# block 1

--- src/rtl/round_sequencer.sv ---
// Round sequencer for the cipher core: steps ROUNDS rounds per run and selects
// seed, round feedback or the held result onto the OUT data path.
module round_sequencer #(
   parameter  int LANES    = 4,
   parameter  int LANE_W   = 8,
   parameter  int ROUNDS   = 32,
   parameter  int HOLD_RES = 1,
   localparam int DW       = LANES * LANE_W,
   localparam int CW       = $clog2(ROUNDS)
) (
   input  logic          CLK,
   input  logic          RST_N,
   input  logic          GLOBAL_EN,
   input  logic          ABORT,
   input  logic [DW-1:0] CT,
   input  logic [DW-1:0] IN,
   output logic [DW-1:0] OUT,
   output logic          EN,
   output logic [CW-1:0] ROUND,
   output logic          BUSY,
   output logic          DONE
);

   localparam logic [1:0] S_IDLE = 2'd0;
   localparam logic [1:0] S_RUN  = 2'd1;
   localparam logic [1:0] S_FIN  = 2'd2;

   localparam logic [CW-1:0] LAST_RND = CW'(ROUNDS - 1);

   logic [1:0]    state_q;
   logic [CW-1:0] round_q;
   logic [DW-1:0] result_q;
   logic          done_q;
   logic          en_q;
   logic          rise;

   assign rise = GLOBAL_EN & ~en_q;

   always_ff @(posedge CLK or negedge RST_N) begin
      if (!RST_N) begin
         state_q  <= S_IDLE;
         round_q  <= '0;
         result_q <= '0;
         done_q   <= 1'b0;
         en_q     <= 1'b0;
      end else begin
         en_q   <= GLOBAL_EN;
         done_q <= 1'b0;
         if (ABORT) begin
            state_q <= S_IDLE;
            round_q <= '0;
         end else begin
            case (state_q)
               S_IDLE, S_FIN: begin
                  if (rise) begin
                     state_q <= S_RUN;
                     round_q <= '0;
                  end
               end
               S_RUN: begin
                  // A rise here can only follow a stall, and it restarts the run.
                  if (rise) begin
                     round_q <= '0;
                  end else if (GLOBAL_EN) begin
                     if (round_q == LAST_RND) begin
                        state_q  <= S_FIN;
                        round_q  <= '0;
                        result_q <= IN;
                        done_q   <= 1'b1;
                     end else begin
                        round_q <= round_q + 1'b1;
                     end
                  end
               end
               default: begin
                  state_q <= S_IDLE;
                  round_q <= '0;
               end
            endcase
         end
      end
   end

   // Data path is a pure mux; only the select comes from registered state.
   always_comb begin
      OUT = CT;
      case (state_q)
         S_RUN:   if (round_q != '0) OUT = IN;
         S_FIN:   if (HOLD_RES != 0) OUT = result_q;
         default: OUT = CT;
      endcase
   end

   assign EN    = (state_q == S_RUN);
   assign BUSY  = (state_q == S_RUN);
   assign ROUND = round_q;
   assign DONE  = done_q;

endmodule

--- config.mk ---
export PLATFORM = sky130hd
export DESIGN_NAME = round_sequencer
export DESIGN_NICKNAME = d
export VERILOG_FILES = /design/src/rtl/round_sequencer.sv
export SDC_FILE = /design/constraint.sdc
export NUM_CORES = 1
export LEC_CHECK = 0
export ABC_AREA = 1
export CORE_AREA = 2 2 80 82
export CTS_CLUSTER_DIAMETER = 100
export DETAILED_ROUTE_END_ITERATION = 10
export DIE_AREA = 0 0 82 84
export HOLD_SLACK_MARGIN = 0.02
export PLACE_DENSITY = 0.83
export RECOVER_POWER = 100
export SLEW_MARGIN = 10
export SYNTH_ARGS = -nofsm -noshare
export SYNTH_HDL_FRONTEND = slang
export SYNTH_SLANG_ARGS = --single-unit
--- constraint.sdc ---
create_clock -name CLK -period 4 [get_ports CLK]
set_input_delay 0.4 -clock CLK [delete_from_list [all_inputs] [get_ports CLK]]
set_output_delay 0.4 -clock CLK [all_outputs]
set_load 0.01 [all_outputs]
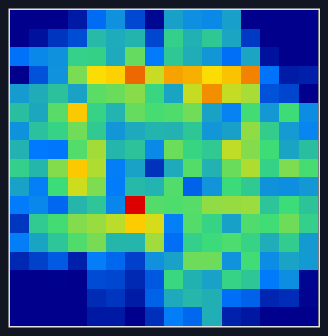
Fig. 1. Wiring heat map (block 1).
16 x 17 tiles, from dark blue (low) to red (high), scaled to the fullest tile. Values are wire area over tile area, all layers added.
tiles over half the peak: 26%
nearly empty tiles: 13%
fullest tile: 0.50
routed vias: 3007
post-DR wirelength/cell: 12.5 µm
Post-Route WL: 7.49 mm
Total GRT Usage: 0.229

==> impl_metrics.py <==
# Auto-generated metrics
metrics = {
    "final_timing": {
        "worst_slack_ps": 706,
        "finalCriticalPeriod_ps": 3290,
        "worst_pin_slew_ps": 2220,
        "period_used_share": 0.823,
        "relSlewSlack": -0.482,
        "setup_viol": 0,
        "drv_slew": 42,
        "fin_hold_ws_ps": 502,
        "rsz0062_at_grt": "false",
        "max_freq_mhz": 304,
    },
    "cells_and_area": {
        "final_layout_top_logic_cells": "nand2_1, clkdlybuf4s50_1, dfrtp_1",
        "fin_util": 0.632,
        "drive_gt1_frac": 0.0327,
        "num-fill-cells": 539,
        "buf_share": 0.288,
        "buffers": 113,
        "sh_seq_area": 0.266,
        "fin_cells": 597,
        "final_nets": 595,
        "largestClassByArea": "combinational gates",
        "clock_cell_area_share": 0.0224,
        "comb-cell-share": 0.383,
        "logic_gates": 343,
    },
    "outcome": {
        "violations": "max-capacitance violations, max-slew violations",
        "status": "finished with violations",
    },
    "min_path": {
        "hold_depth": 2,
        "min_to": "result_q[29]",
        "min_from": "result_q[29]",
        "min_path_type": "reg -> reg",
    },
    "floorplanning": {
        "core_um2": 6100,
        "die_height_um": 84,
        "chipArea_um2": 6890,
    },
    "synthesis": {
        "largest_area_cell": "dfrtp_1",
        "edf_count": 0,
        "ys_top_cells_by_count": "nand2_1, dfrtp_1, nand3_1",
        "ys_cells": 427,
        "synth_cell_type_count": 18,
        "syn_area_um2": 2720,
    },
    "power_and_ir_drop": {
        "powerClk_uw": 263,
        "pg_comb_mw": 1.02,
        "power_density_nw_per_um2": 449,
        "sw_frac_of_total": 0.446,
        "p_total_mw": 1.73,
        "pwr-share-comb": 0.593,
    },
    "flow_run": {
        "max-cap-violations": 1,
    },
    "worst_setup_path": {
        "r2r_setup_slack_ps": 930,
        "r2r-start": "state_q[1]",
        "reg2reg_to": "result_q[20]",
        "end_kind": "output port",
        "cp_slowest_stage_delay_ps": 980,
        "crit_path_start_kind": "flip-flop",
        "path_delay_family": "AND-OR/OR-AND gates",
    },
    "cts": {
        "ctsResizeCount": 0,
        "ctsRootBufferMaster": "clkbuf_8",
        "cts_hold_buf": 0,
        "cts_tree": "yes",
    },
    "route": {
        "drc_errors": 0,
    },
    "placement": {
        "pre_cts_ws_ps": 1310,
        "io_buffers": 107,
        "dpl.cell_count": 589,
    },
    "global_route": {
        "first_global_vias": 2911,
    },
}
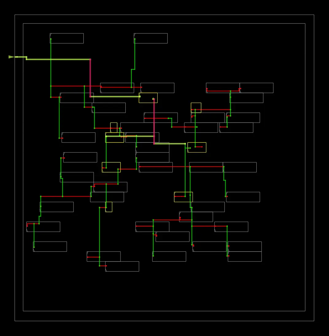
Fig. 2. The clock network (block 1).
clock buffers: 5
Flops: 41
clk_skew: 6.13 ps

## flip-flops by register name (all words and copies together), names as in the netlist
| name | flops |
|---|---|
| state_q | 2 |
| ROUND | 5 |
| DONE | 1 |
| result_q | 32 |
| en_q | 1 |
## layer usage
metal | global-route usage | vias up | part of all wire
met2 | 0.403 | 120 | 0.49
met5 | 0 | - | 0
met3 | 0.0390 | 11 | 0.080
met1 | 0.290 | 1365 | 0.42
li1 | - | 1511 | -
met4 | 0.0500 | 0 | 0.0092
## worst max-delay path by stage
stage	slack, ps	startpoint	to	depth (start not counted)
floorplan	2180	state_q[1]	OUT[0]	8
global placement	1330	state_q[1]	result_q[17]	8
detailed placement	1310	state_q[1]	result_q[15]	8
CTS	1070	ROUND[0]	OUT[30]	7
global route	450	state_q[1]	OUT[17]	7
finish	710	state_q[1]	OUT[30]	7
## tightest hold or removal path: stages, from the launching register on
cell and delay (ps):
dfrtp_1 340, o21ai_0 70, nand2_1 60
## cells by family (layout without fill, tap and decap cells)
family          Yosys count  after routing  synth area share
flops                    41             41             0.377
fa+ha+maj                 8              8            0.0368
xor+xnor                  1              1           0.00322
compound gates           38             38            0.0741
buf+inv                  43            136            0.0764
simple gates            296            296             0.432

# block 2

===== config.mk =====
export PLATFORM = sky130hd
export DESIGN_NAME = dmem_arbiter
export DESIGN_NICKNAME = d
export VERILOG_FILES = /design/src/rtl/dmem_arb_pkg.sv /design/src/rtl/dmem_arb_starve_cnt.sv /design/src/rtl/dmem_arbiter.sv
export SDC_FILE = /design/constraint.sdc
export NUM_CORES = 1
export LEC_CHECK = 0
export ABC_AREA = 1
export CAP_MARGIN = 20
export CORE_AREA = 2 2 207 209
export CTS_CLUSTER_SIZE = 8
export DETAILED_ROUTE_END_ITERATION = 7
export DIE_AREA = 0 0 209 211
export PLACE_DENSITY_LB_ADDON = 0.2
export SLEW_MARGIN = 20
export SYNTH_ARGS = -nofsm -noshare
export SYNTH_HDL_FRONTEND = slang
export SYNTH_SLANG_ARGS = --single-unit

===== constraint.sdc =====
create_clock -name clk -period 1.2 [get_ports clk]
set_clock_uncertainty 0.05 [all_clocks]
set_input_delay 0.12 -clock clk [delete_from_list [all_inputs] [get_ports clk]]
set_output_delay 0.12 -clock clk [all_outputs]
set_load 0.01 [all_outputs]

===== src/rtl/dmem_arb_pkg.sv =====
// Shared types and constants for the data-memory arbiter.
// Read-owner encoding and the width of the fairness wait counter.
package dmem_arb_pkg;

    typedef enum logic {
        OWN_CORE = 1'b0,
        OWN_COP  = 1'b1
    } ownerT;

    localparam int WAIT_CNT_W = 4;

endpackage


===== src/rtl/dmem_arb_starve_cnt.sv =====
// Coprocessor starvation counter, used only when DMEM_ARB_FAIRNESS_EN is defined.
// Raises forceCop once the coprocessor has waited MAX_WAIT consecutive cycles.
module dmem_arb_starve_cnt
    import dmem_arb_pkg::*;
#(
    parameter int MAX_WAIT = 4
) (
    input  logic clk,
    input  logic reset,
    input  logic copReq,
    input  logic copGnt,
    output logic forceCop
);

    localparam logic [WAIT_CNT_W-1:0] MAX_CNT = WAIT_CNT_W'(MAX_WAIT);

    logic [WAIT_CNT_W-1:0] waitCount;

    // Counts only uninterrupted waiting; any grant or idle cycle restarts it.
    always_ff @(posedge clk) begin
        if (reset) begin
            waitCount <= '0;
        end else if (!copReq || copGnt) begin
            waitCount <= '0;
        end else if (waitCount != MAX_CNT) begin
            waitCount <= waitCount + 1'b1;
        end
    end

    assign forceCop = (waitCount == MAX_CNT);

endmodule


===== src/rtl/dmem_arbiter.sv =====
// Core/coprocessor arbiter for a single-port synchronous data RAM.
// Define DMEM_ARB_FAIRNESS_EN to add a forced coprocessor grant after MAX_WAIT lost cycles.
module dmem_arbiter
    import dmem_arb_pkg::*;
#(
    parameter int N        = 64,
    parameter int AW       = 10,
    parameter int MAX_WAIT = 4
) (
    input  logic          clk,
    input  logic          reset,
    input  logic [N-1:0]  core_addr,
    input  logic [N-1:0]  core_writeData,
    input  logic          core_writeEnable,
    input  logic          core_readEnable,
    output logic [N-1:0]  core_readData,
    output logic          core_stall,
    input  logic          cop_req,
    input  logic          cop_we,
    input  logic [N-1:0]  cop_addr,
    input  logic [N-1:0]  cop_wdata,
    output logic          cop_gnt,
    output logic          cop_rvalid,
    output logic [N-1:0]  cop_rdata,
    output logic [AW-1:0] mem_address,
    output logic [N-1:0]  mem_data,
    output logic          mem_rden,
    output logic          mem_wren,
    input  logic [N-1:0]  mem_q
);

    if (MAX_WAIT < 1 || MAX_WAIT > 15) begin : gBadMaxWait
        $error("dmem_arbiter: MAX_WAIT must be in 1..15");
    end

    logic  coreReq;
    logic  coreGnt;
    logic  copGnt;
    logic  forceCop;
    logic  readPending;
    ownerT readOwner;
    logic  unusedAddrBits;

    // Only the word-address field of each byte address reaches the RAM.
    assign unusedAddrBits = ^{core_addr[N-1:AW+3], core_addr[2:0],
                              cop_addr[N-1:AW+3], cop_addr[2:0]};

    assign coreReq = core_readEnable | core_writeEnable;

`ifdef DMEM_ARB_FAIRNESS_EN
    dmem_arb_starve_cnt #(
        .MAX_WAIT (MAX_WAIT)
    ) uStarveCnt (
        .clk      (clk),
        .reset    (reset),
        .copReq   (cop_req),
        .copGnt   (copGnt),
        .forceCop (forceCop)
    );

    assign core_stall = coreReq & copGnt;
`else
    assign forceCop   = 1'b0;
    assign core_stall = 1'b0;
`endif

    always_comb begin
        coreGnt = 1'b0;
        copGnt  = 1'b0;
        if (!reset) begin
            if (cop_req && (!coreReq || forceCop)) begin
                copGnt = 1'b1;
            end else if (coreReq) begin
                coreGnt = 1'b1;
            end
        end
    end

    // A core request with both enables high is a pure write.
    always_comb begin
        mem_address = '0;
        mem_data    = '0;
        mem_rden    = 1'b0;
        mem_wren    = 1'b0;
        if (coreGnt) begin
            mem_address = core_addr[AW+2:3];
            mem_data    = core_writeData;
            mem_wren    = core_writeEnable;
            mem_rden    = ~core_writeEnable;
        end else if (copGnt) begin
            mem_address = cop_addr[AW+2:3];
            mem_data    = cop_wdata;
            mem_wren    = cop_we;
            mem_rden    = ~cop_we;
        end
    end

    always_ff @(posedge clk) begin
        if (reset) begin
            readOwner   <= OWN_CORE;
            readPending <= 1'b0;
        end else begin
            readPending <= mem_rden;
            if (mem_rden) begin
                readOwner <= copGnt ? OWN_COP : OWN_CORE;
            end
        end
    end

    assign cop_gnt       = copGnt;
    // Reset in the response cycle swallows the pending coprocessor response.
    assign cop_rvalid    = readPending & (readOwner == OWN_COP) & ~reset;
    assign core_readData = mem_q;
    assign cop_rdata     = mem_q;

endmodule


==> impl_metrics.py <==
# Auto-generated metrics
metrics = {
    "final_timing": {
        "finalCriticalPeriod_ps": 1390,
        "tns_ps": -10610,
        "worst_slack_ps": -191,
        "setup_viol": 76,
        "hold_viol_final": 0,
        "rsz0062_at_grt": "true",
    },
    "worst_setup_path": {
        "critical_path_class": "in -> out",
        "worst-endpoint-arrival_ps": 1220,
        "crit_path_start_kind": "input pin",
        "cp_max_fo": 6,
        "critical_path_depth": 9,
        "end_kind": "output port",
        "cp_slowest_stage_delay_ps": 210,
        "endpoint": "mem_data[38]",
        "crit_start": "reset",
        "crit_chain": "buf_6 > buf_6 > nor2_4 > buf_12 > buf_16 > buf_8 > nand2_2 > nand2_2 > buf_6",
        "reg2reg_to": "readOwner",
    },
    "synthesis": {
        "topCombFamilyByArea": "buffers and inverters",
        "ys_sh_mux": 0,
        "simple_gate_area_frac": 0.435,
        "syn_area_um2": 2030,
        "syn_nets": 715,
        "yosys_area_um2": 2030,
        "async_flop_share": 0,
        "synthAdderAreaFrac": 0,
        "yosys-top-cells-area": "buf_4, nand2_1, dfxtp_1",
        "synth.avg_cell_area_um2": 5.22,
    },
    "cells_and_area": {
        "top_regs": "readOwner x1, readPending x1",
        "num-fill-cells": 4803,
        "antenna_cells": 0,
        "comb-cell-share": 0.255,
        "synthToLayoutAreaGrowth_pct": 165,
        "buffers": 288,
        "flop_area_um2": 40.0,
        "sh_seq_area": 0.00745,
        "fin_util": 0.129,
    },
    "global_route": {
        "grt_pass1_wl_mm": 20.7,
        "first_global_vias": 3060,
        "antenna_found_initial": 2,
        "grt_max_degree": 21,
        "gr-usage-met2": 0.127,
        "gr-usage-met1": 0.0662,
        "use_met3": 0.0193,
    },
    "min_path": {
        "hold_depth": 0,
        "min_path_type": "in -> out",
        "min_from": "mem_q[42]",
    },
    "cts": {
        "ctsRootBufferMaster": "clkbuf_16",
    },
    "placement": {
        "gp_congestion": 0.663,
        "place_area_um2": 4090,
        "dpl.cell_count": 1026,
        "io_buffers": 231,
    },
    "route": {
        "ant_nets": 0,
        "drc_errors": 0,
        "met1_length_mm": 5.43,
        "routed-wl-met2_mm": 8.20,
        "vias": 2768,
        "highest_layer": "met5",
    },
    "power_and_ir_drop": {
        "power_density_nw_per_um2": 428,
        "peakVddDrop_mv": 0.280,
        "p_leak_nw": 2.46,
    },
    "floorplanning": {
        "die_height_um": 211,
        "core_um2": 41800,
        "chipArea_um2": 44100,
        "fp_util": 0.0486,
    },
    "outcome": {
        "status": "finished with violations",
        "violations": "negative setup slack",
    },
    "flow_run": {
        "tool_warnings": 136,
    },
}
[report_power, final]
| group | internal (mW) | switching [mW] | leakage (nW) | total (mW) |
|---|---|---|---|---|
| Sequential | 0.0702 | 0.00122 | 0.0164 | 0.0715 |
| Combinational | 1.06 | 0.665 | 2.41 | 1.73 |
| Clock | 0.424 | 0.0761 | 0.0370 | 0.500 |
| Total | 1.56 | 0.742 | 2.46 | 2.30 |
[cells by family after synthesis]
logic type             count (synthesis)
AOI/OAI and AO/OA                      2
buffers and inverters                150
DFF                                    2
other                                  1
and+or+nand+nor                      234
[cell usage in the layout, fill, tap and decap left out]
cell type	n
buf_16	18
clkdlybuf4s50_1	149
nand2_4	27
clkbuf_16	4
buf_4	12
inv_2	1
inv_4	1
clkdlybuf4s15_2	1
conb_1	1
nand2_2	96
nand3_1	1
nand2_1	105
dfxtp_1	2
nor3_4	1
buf_8	5
buf_2	42
a21oi_1	1
buf_6	45
nor2_4	3
clkbuf_2	1
nor2_1	1
inv_1	3
buf_12	14
o21ai_0	1
[repair_timing]
item                                    CTS  global route
pin swaps                                18            42
gates cloned                             17             1
endpoints found under the setup margin   78            77
gates resized                           491            74
setup buffers                            27             5
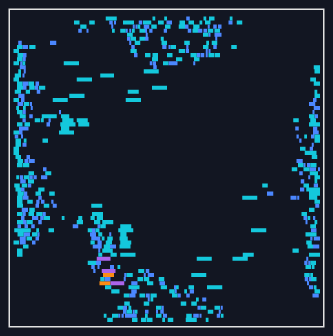
Fig. 3. Placement by cell class (block 2).
[purple] cells driving clock nets | cells: 3 | share of their area: 1.6%
[blue] all other logic | cells: 242 | share of their area: 30%
[cyan] other buffers and delay cells | cells: 288 | share of their area: 68%
[orange] flip-flops | cells: 2 | share of their area: 0.85%

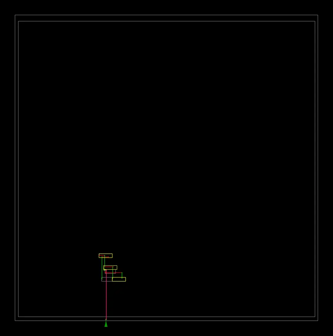
Fig. 4. The clock network (block 2).
Flops: 2
clk latency late pin: 220 ps
clock buffers: 3
clock sinks: 2
clk pwr: 500 µW

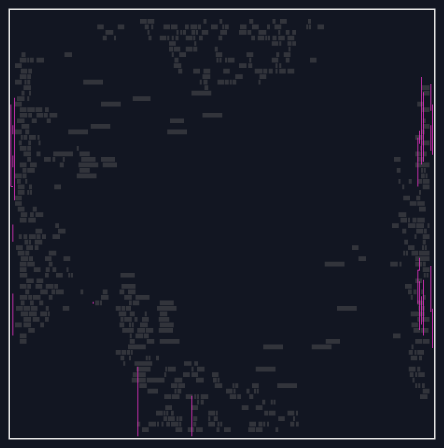
Fig. 5. Metal 4 (block 2).
nets with wire on the layer: 22
share of all routed wire: 3.0%
wire length on this layer: 470 µm
longest straight run: 50.3 µm
main direction: vertical


# block 3

File: src/rtl/instruction_source_sequencer_pkg.sv
// Shared definitions for the instruction source sequencer.
// Source indices, control opcodes and the FSM encoding.
package instr_src_pkg;

  localparam int SRC_BIOS  = 0;
  localparam int SRC_OS    = 1;
  localparam int SRC_PROG0 = 2;

  localparam logic [5:0] SWITCH_OPCODE = 6'b100111;
  localparam logic [5:0] RETURN_OPCODE = 6'b101000;

  typedef enum logic {
    RUN,
    FLUSH
  } seq_state_t;

endpackage

File: src/rtl/instruction_source_sequencer_if.sv
// Opcode/select bundle between the source mux and the sequencer.
// master drives opcodes, slave is the sequencer.
interface instr_src_if #(
  parameter int OPCODE_WIDTH = 6,
  parameter int SEL_WIDTH    = 2
);

  logic [OPCODE_WIDTH-1:0] INSTRUCTION_OPCODE;
  logic                    INSTRUCTION_VALID;
  logic [SEL_WIDTH-1:0]    TARGET_SOURCE;
  logic [SEL_WIDTH-1:0]    instruction_selection;
  logic                    flush;
  logic                    bios_locked;
  logic                    switch_error;

  modport master (
    output INSTRUCTION_OPCODE,
    output INSTRUCTION_VALID,
    output TARGET_SOURCE,
    input  instruction_selection,
    input  flush,
    input  bios_locked,
    input  switch_error
  );

  modport slave (
    input  INSTRUCTION_OPCODE,
    input  INSTRUCTION_VALID,
    input  TARGET_SOURCE,
    output instruction_selection,
    output flush,
    output bios_locked,
    output switch_error
  );

endinterface

File: src/rtl/instruction_source_sequencer_flush_counter.sv
// Load/decrement down-counter with a zero flag.
// Used to time the pipeline drain window.
module flush_counter #(
  parameter int CNT_WIDTH = 2
) (
  input  logic                 CLOCK,
  input  logic                 RESET,
  input  logic                 load,
  input  logic [CNT_WIDTH-1:0] load_value,
  input  logic                 dec,
  output logic                 zero
);

  logic [CNT_WIDTH-1:0] count;

  // Load wins over decrement; decrement saturates at zero.
  always_ff @(posedge CLOCK) begin
    if (RESET) begin
      count <= '0;
    end else if (load) begin
      count <= load_value;
    end else if (dec && count != '0) begin
      count <= count - 1'b1;
    end
  end

  assign zero = (count == '0);

endmodule

File: src/rtl/instruction_source_sequencer.sv
// Selects the active instruction source and drains the fetch
// pipeline for a fixed window before handing over to a new one.
module instruction_source_sequencer
  import instr_src_pkg::*;
#(
  parameter int          OPCODE_WIDTH    = 6,
  parameter int          NUM_SOURCES     = 3,
  parameter int          SEL_WIDTH       = 2,
  parameter logic [OPCODE_WIDTH-1:0] SWITCH_OP = SWITCH_OPCODE,
  parameter logic [OPCODE_WIDTH-1:0] RETURN_OP = RETURN_OPCODE,
  parameter int          FLUSH_CYCLES    = 2,
  parameter int          FLUSH_CNT_WIDTH = 2
) (
  input logic       CLOCK,
  input logic       RESET,
  instr_src_if.slave bus
);

  seq_state_t           state;
  logic [SEL_WIDTH-1:0] sel;
  logic [SEL_WIDTH-1:0] pending;
  logic                 flush_q;
  logic                 lock_q;
  logic                 err_q;

  logic                 is_sw;
  logic                 is_ret;
  logic                 sw_ok;
  logic                 ret_ok;
  logic                 req_go;
  logic                 req_err;
  logic [SEL_WIDTH-1:0] req_tgt;
  logic                 cnt_zero;

  assign is_sw  = bus.INSTRUCTION_OPCODE == SWITCH_OP;
  assign is_ret = bus.INSTRUCTION_OPCODE == RETURN_OP;

  assign sw_ok = (int'(bus.TARGET_SOURCE) < NUM_SOURCES)
              && (bus.TARGET_SOURCE != sel)
              && !(lock_q && int'(bus.TARGET_SOURCE) == SRC_BIOS);

  assign ret_ok = int'(sel) >= SRC_PROG0;

  // Classify the opcode; only decoded in RUN with a valid instruction.
  always_comb begin
    req_go  = 1'b0;
    req_err = 1'b0;
    req_tgt = sel;
    if (state == RUN && bus.INSTRUCTION_VALID) begin
      unique case (1'b1)
        is_sw: begin
          if (sw_ok) begin
            req_go  = 1'b1;
            req_tgt = bus.TARGET_SOURCE;
          end else begin
            req_err = 1'b1;
          end
        end
        is_ret: begin
          if (ret_ok) begin
            req_go  = 1'b1;
            req_tgt = SEL_WIDTH'(SRC_OS);
          end else begin
            req_err = 1'b1;
          end
        end
        default: ;
      endcase
    end
  end

  flush_counter #(
    .CNT_WIDTH (FLUSH_CNT_WIDTH)
  ) u_flush_counter (
    .CLOCK      (CLOCK),
    .RESET      (RESET),
    .load       (req_go),
    .load_value (FLUSH_CNT_WIDTH'(FLUSH_CYCLES - 1)),
    .dec        (state == FLUSH),
    .zero       (cnt_zero)
  );

  // Sequencer FSM; every output is a register.
  always_ff @(posedge CLOCK) begin
    if (RESET) begin
      state   <= RUN;
      sel     <= '0;
      pending <= '0;
      flush_q <= 1'b0;
      lock_q  <= 1'b0;
      err_q   <= 1'b0;
    end else begin
      err_q <= req_err;
      unique case (state)
        RUN: begin
          if (req_go) begin
            pending <= req_tgt;
            state   <= FLUSH;
            flush_q <= 1'b1;
          end
        end
        FLUSH: begin
          if (cnt_zero) begin
            sel     <= pending;
            flush_q <= 1'b0;
            state   <= RUN;
            if (int'(pending) != SRC_BIOS) begin
              lock_q <= 1'b1;
            end
          end
        end
        default: state <= RUN;
      endcase
    end
  end

  assign bus.instruction_selection = sel;
  assign bus.flush                 = flush_q;
  assign bus.bios_locked           = lock_q;
  assign bus.switch_error          = err_q;

endmodule

File: src/flat_wrapper.sv
// flat-port wrapper written by rule: the top's interface ports become plain ports
module instruction_source_sequencer_flat import instr_src_pkg::*;
#(
  parameter int          OPCODE_WIDTH    = 6,
  parameter int          NUM_SOURCES     = 3,
  parameter int          SEL_WIDTH       = 2,
  parameter logic [OPCODE_WIDTH-1:0] SWITCH_OP = SWITCH_OPCODE,
  parameter logic [OPCODE_WIDTH-1:0] RETURN_OP = RETURN_OPCODE,
  parameter int          FLUSH_CYCLES    = 2,
  parameter int          FLUSH_CNT_WIDTH = 2
)
  (CLOCK, RESET, bus_INSTRUCTION_OPCODE, bus_INSTRUCTION_VALID, bus_TARGET_SOURCE, bus_instruction_selection, bus_flush, bus_bios_locked, bus_switch_error);
  instr_src_if #(.OPCODE_WIDTH(OPCODE_WIDTH), .SEL_WIDTH(SEL_WIDTH)) bus_i ();
  input logic CLOCK;
  input logic RESET;
  input wire logic [$bits(bus_i.INSTRUCTION_OPCODE)-1:0] bus_INSTRUCTION_OPCODE;
  input wire logic [$bits(bus_i.INSTRUCTION_VALID)-1:0] bus_INSTRUCTION_VALID;
  input wire logic [$bits(bus_i.TARGET_SOURCE)-1:0] bus_TARGET_SOURCE;
  output wire logic [$bits(bus_i.instruction_selection)-1:0] bus_instruction_selection;
  output wire logic [$bits(bus_i.flush)-1:0] bus_flush;
  output wire logic [$bits(bus_i.bios_locked)-1:0] bus_bios_locked;
  output wire logic [$bits(bus_i.switch_error)-1:0] bus_switch_error;
  assign bus_i.INSTRUCTION_OPCODE = bus_INSTRUCTION_OPCODE;
  assign bus_i.INSTRUCTION_VALID = bus_INSTRUCTION_VALID;
  assign bus_i.TARGET_SOURCE = bus_TARGET_SOURCE;
  assign bus_instruction_selection = bus_i.instruction_selection;
  assign bus_flush = bus_i.flush;
  assign bus_bios_locked = bus_i.bios_locked;
  assign bus_switch_error = bus_i.switch_error;
  instruction_source_sequencer #(.OPCODE_WIDTH(OPCODE_WIDTH), .NUM_SOURCES(NUM_SOURCES), .SEL_WIDTH(SEL_WIDTH), .SWITCH_OP(SWITCH_OP), .RETURN_OP(RETURN_OP), .FLUSH_CYCLES(FLUSH_CYCLES), .FLUSH_CNT_WIDTH(FLUSH_CNT_WIDTH)) u_core (.CLOCK(CLOCK), .RESET(RESET), .bus(bus_i));
endmodule
File: config.mk
export PLATFORM = sky130hd
export DESIGN_NAME = instruction_source_sequencer_flat
export DESIGN_NICKNAME = d
export VERILOG_FILES = /design/src/rtl/instruction_source_sequencer_pkg.sv /design/src/rtl/instruction_source_sequencer_if.sv /design/src/rtl/instruction_source_sequencer_flush_counter.sv /design/src/rtl/instruction_source_sequencer.sv /design/src/flat_wrapper.sv
export SDC_FILE = /design/constraint.sdc
export NUM_CORES = 1
export LEC_CHECK = 0
export CAP_MARGIN = 20
export CORE_AREA = 3 3 40 42
export DETAILED_ROUTE_END_ITERATION = 6
export DIE_AREA = 0 0 43 45
export HOLD_SLACK_MARGIN = 0.05
export PLACE_DENSITY = 0.66
export SLEW_MARGIN = 20
export SYNTH_ARGS = -nofsm -noshare
export SYNTH_HDL_FRONTEND = slang
export SYNTH_SLANG_ARGS = --single-unit
File: constraint.sdc
create_clock -name CLOCK -period 1.84 [get_ports CLOCK]
set_clock_uncertainty 0.1 [all_clocks]
set_input_delay 0.368 -clock CLOCK [delete_from_list [all_inputs] [get_ports CLOCK]]
set_output_delay 0.368 -clock CLOCK [all_outputs]
set_load 0.01 [all_outputs]
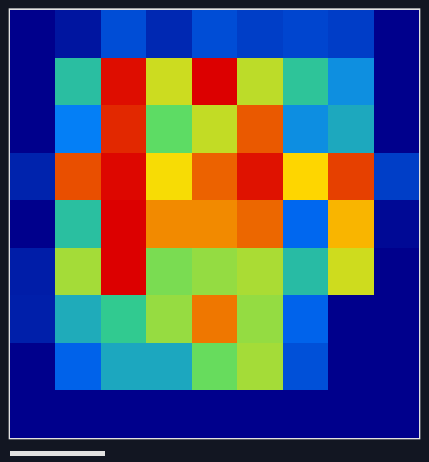
Fig. 6. Placement density heat map (block 3).
The bar under the picture is 10 µm long. 9 x 9 tiles, from dark blue (low) to red (high), 0 to 100% covered.
fullest tile: 100%
tiles over 75% full: 21%
emptiest ninth of the die: lower right
mean over tiles: 38%
Core Region: 1280 µm²
fp_density: 0.404
Core Util, Final: 0.589

==> impl_metrics.py <==
# Auto-generated metrics
metrics = {
    "placement": {
        "hpwl_um": 952,
    },
    "worst_setup_path": {
        "critPathRequiredTime_ps": 1370,
        "crit_start": "u_core.bus.instruction_selection[1]",
        "critical_path_class": "reg -> out",
        "reg2reg_to": "u_core.pending[0]",
        "cp_max_fo": 8,
        "crit_path_start_kind": "flip-flop",
    },
    "cells_and_area": {
        "clock_cell_area_share": 0.0298,
        "buffers": 21,
        "final_layout_top_logic_cells": "clkdlybuf4s50_1, dfxtp_1, a21oi_1",
        "fin_cells": 104,
    },
    "synthesis": {
        "synth-xor-area-share": 0.0169,
        "ys_sh_mux": 0,
        "synthAdderAreaFrac": 0.0241,
    },
    "final_timing": {
        "max_freq_mhz": 562,
        "hold_viol_final": 0,
        "period_used_share": 0.967,
        "tns_ps": 0,
        "finalCriticalPeriod_ps": 1780,
        "worst_slack_ps": 60.4,
        "rsz0062_at_grt": "false",
    },
    "min_path": {
        "min_to": "u_core.bus.flush",
        "min_path_type": "reg -> reg",
    },
    "cts": {
        "ctsResizeCount": 0,
        "ctsRootBufferMaster": "clkbuf_4",
        "clk_latency_ps": 260,
        "post_cts.repair.setup_buffers": 0,
        "htreeDepth": 1,
    },
    "power_and_ir_drop": {
        "p_leak_nw": 0.284,
        "power_frac_seq": 0.539,
        "power-top-group": "registers",
        "seq-power_uw": 217,
    },
    "global_route": {
        "grt.busiest_layer": "met2",
        "grt_pass1_wl_mm": 2.05,
    },
    "floorplanning": {
        "io_pins": 16,
    },
    "outcome": {
        "status": "finished clean",
    },
}
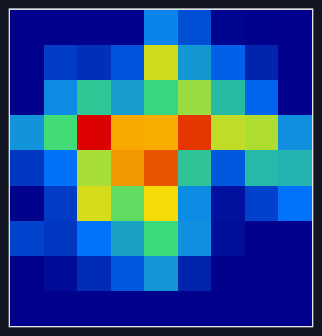
Fig. 7. Wiring heat map (block 3).
9 x 9 tiles, from dark blue (low) to red (high), scaled to the fullest tile. Values are wire area over tile area, all layers added.
emptiest ninth of the die: lower right
nearly empty tiles: 33%
tiles over half the peak: 19%
densest ninth of the die: center
Post-Route WL: 1.17 mm
post-DR wirelength/cell: 11.2 µm
Total GRT Usage: 0.140
routed vias: 536

-- routing by layer --
layer / routed length, µm / share of wire
met5: 0 / 0
met4: 0 / 0
met3: 72 / 0.062
met2: 545 / 0.47
met1: 547 / 0.47
-- Yosys cell counts --
| library cell | instances |
|---|---|
| nor2_1 | 7 |
| nand2_1 | 5 |
| xnor2_1 | 1 |
| a31oi_1 | 1 |
| a21oi_1 | 8 |
| nor2b_1 | 3 |
| nand4_1 | 2 |
| a22oi_1 | 1 |
| o21ai_0 | 1 |
| nand4b_1 | 1 |
| o41ai_2 | 1 |
| clkbuf_1 | 1 |
| nor4_1 | 1 |
| ha_1 | 1 |
| nor4_2 | 1 |
| a21boi_0 | 1 |
| nand2b_1 | 3 |
| nand3_1 | 6 |
| and3_2 | 1 |
| nor3_1 | 1 |
| o21ai_1 | 1 |
| dfxtp_1 | 10 |
| and2_4 | 1 |
| and4_2 | 1 |
| inv_1 | 6 |
-- how the worst max path moves through the flow --
stage / to / slack, ps
finish: bus_instruction_selection[1] / 60
global route: u_core.pending[0] / 5
CTS: bus_instruction_selection[1] / 40
detailed placement: u_core.pending[0] / -170
global placement: u_core.pending[0] / -160
floorplan: u_core.pending[0] / 330


## Gallery

Clock network drawn from the DEF.
(a)
The bar under the picture is 10 µm long.
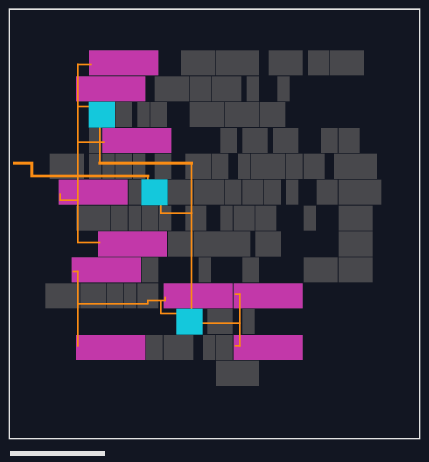
(b)
The bar under the picture is 50 µm long.
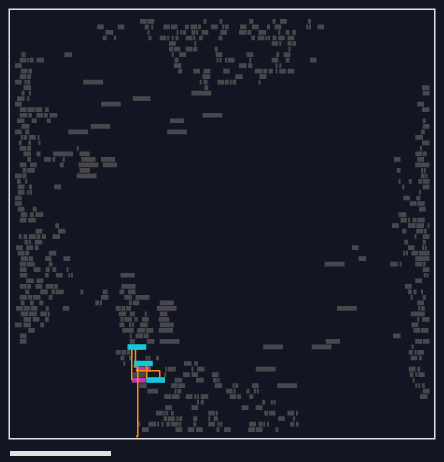
(c)
The bar under the picture is 20 µm long.
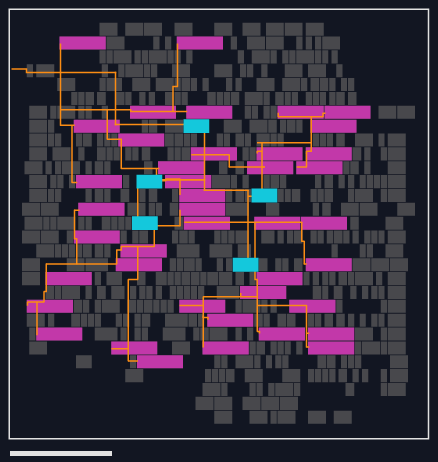
For block 1, see (c).
For block 3, see (a).
For block 2, see (b).
The one with the largest die is (b).

Key to (c):
[cyan] cells driving clock nets | count: 5
[orange] clock wires | length: 471 µm
[magenta] flip-flops | count: 41
routed clock nets: 6

Power is estimated from default activity; no workload was simulated.
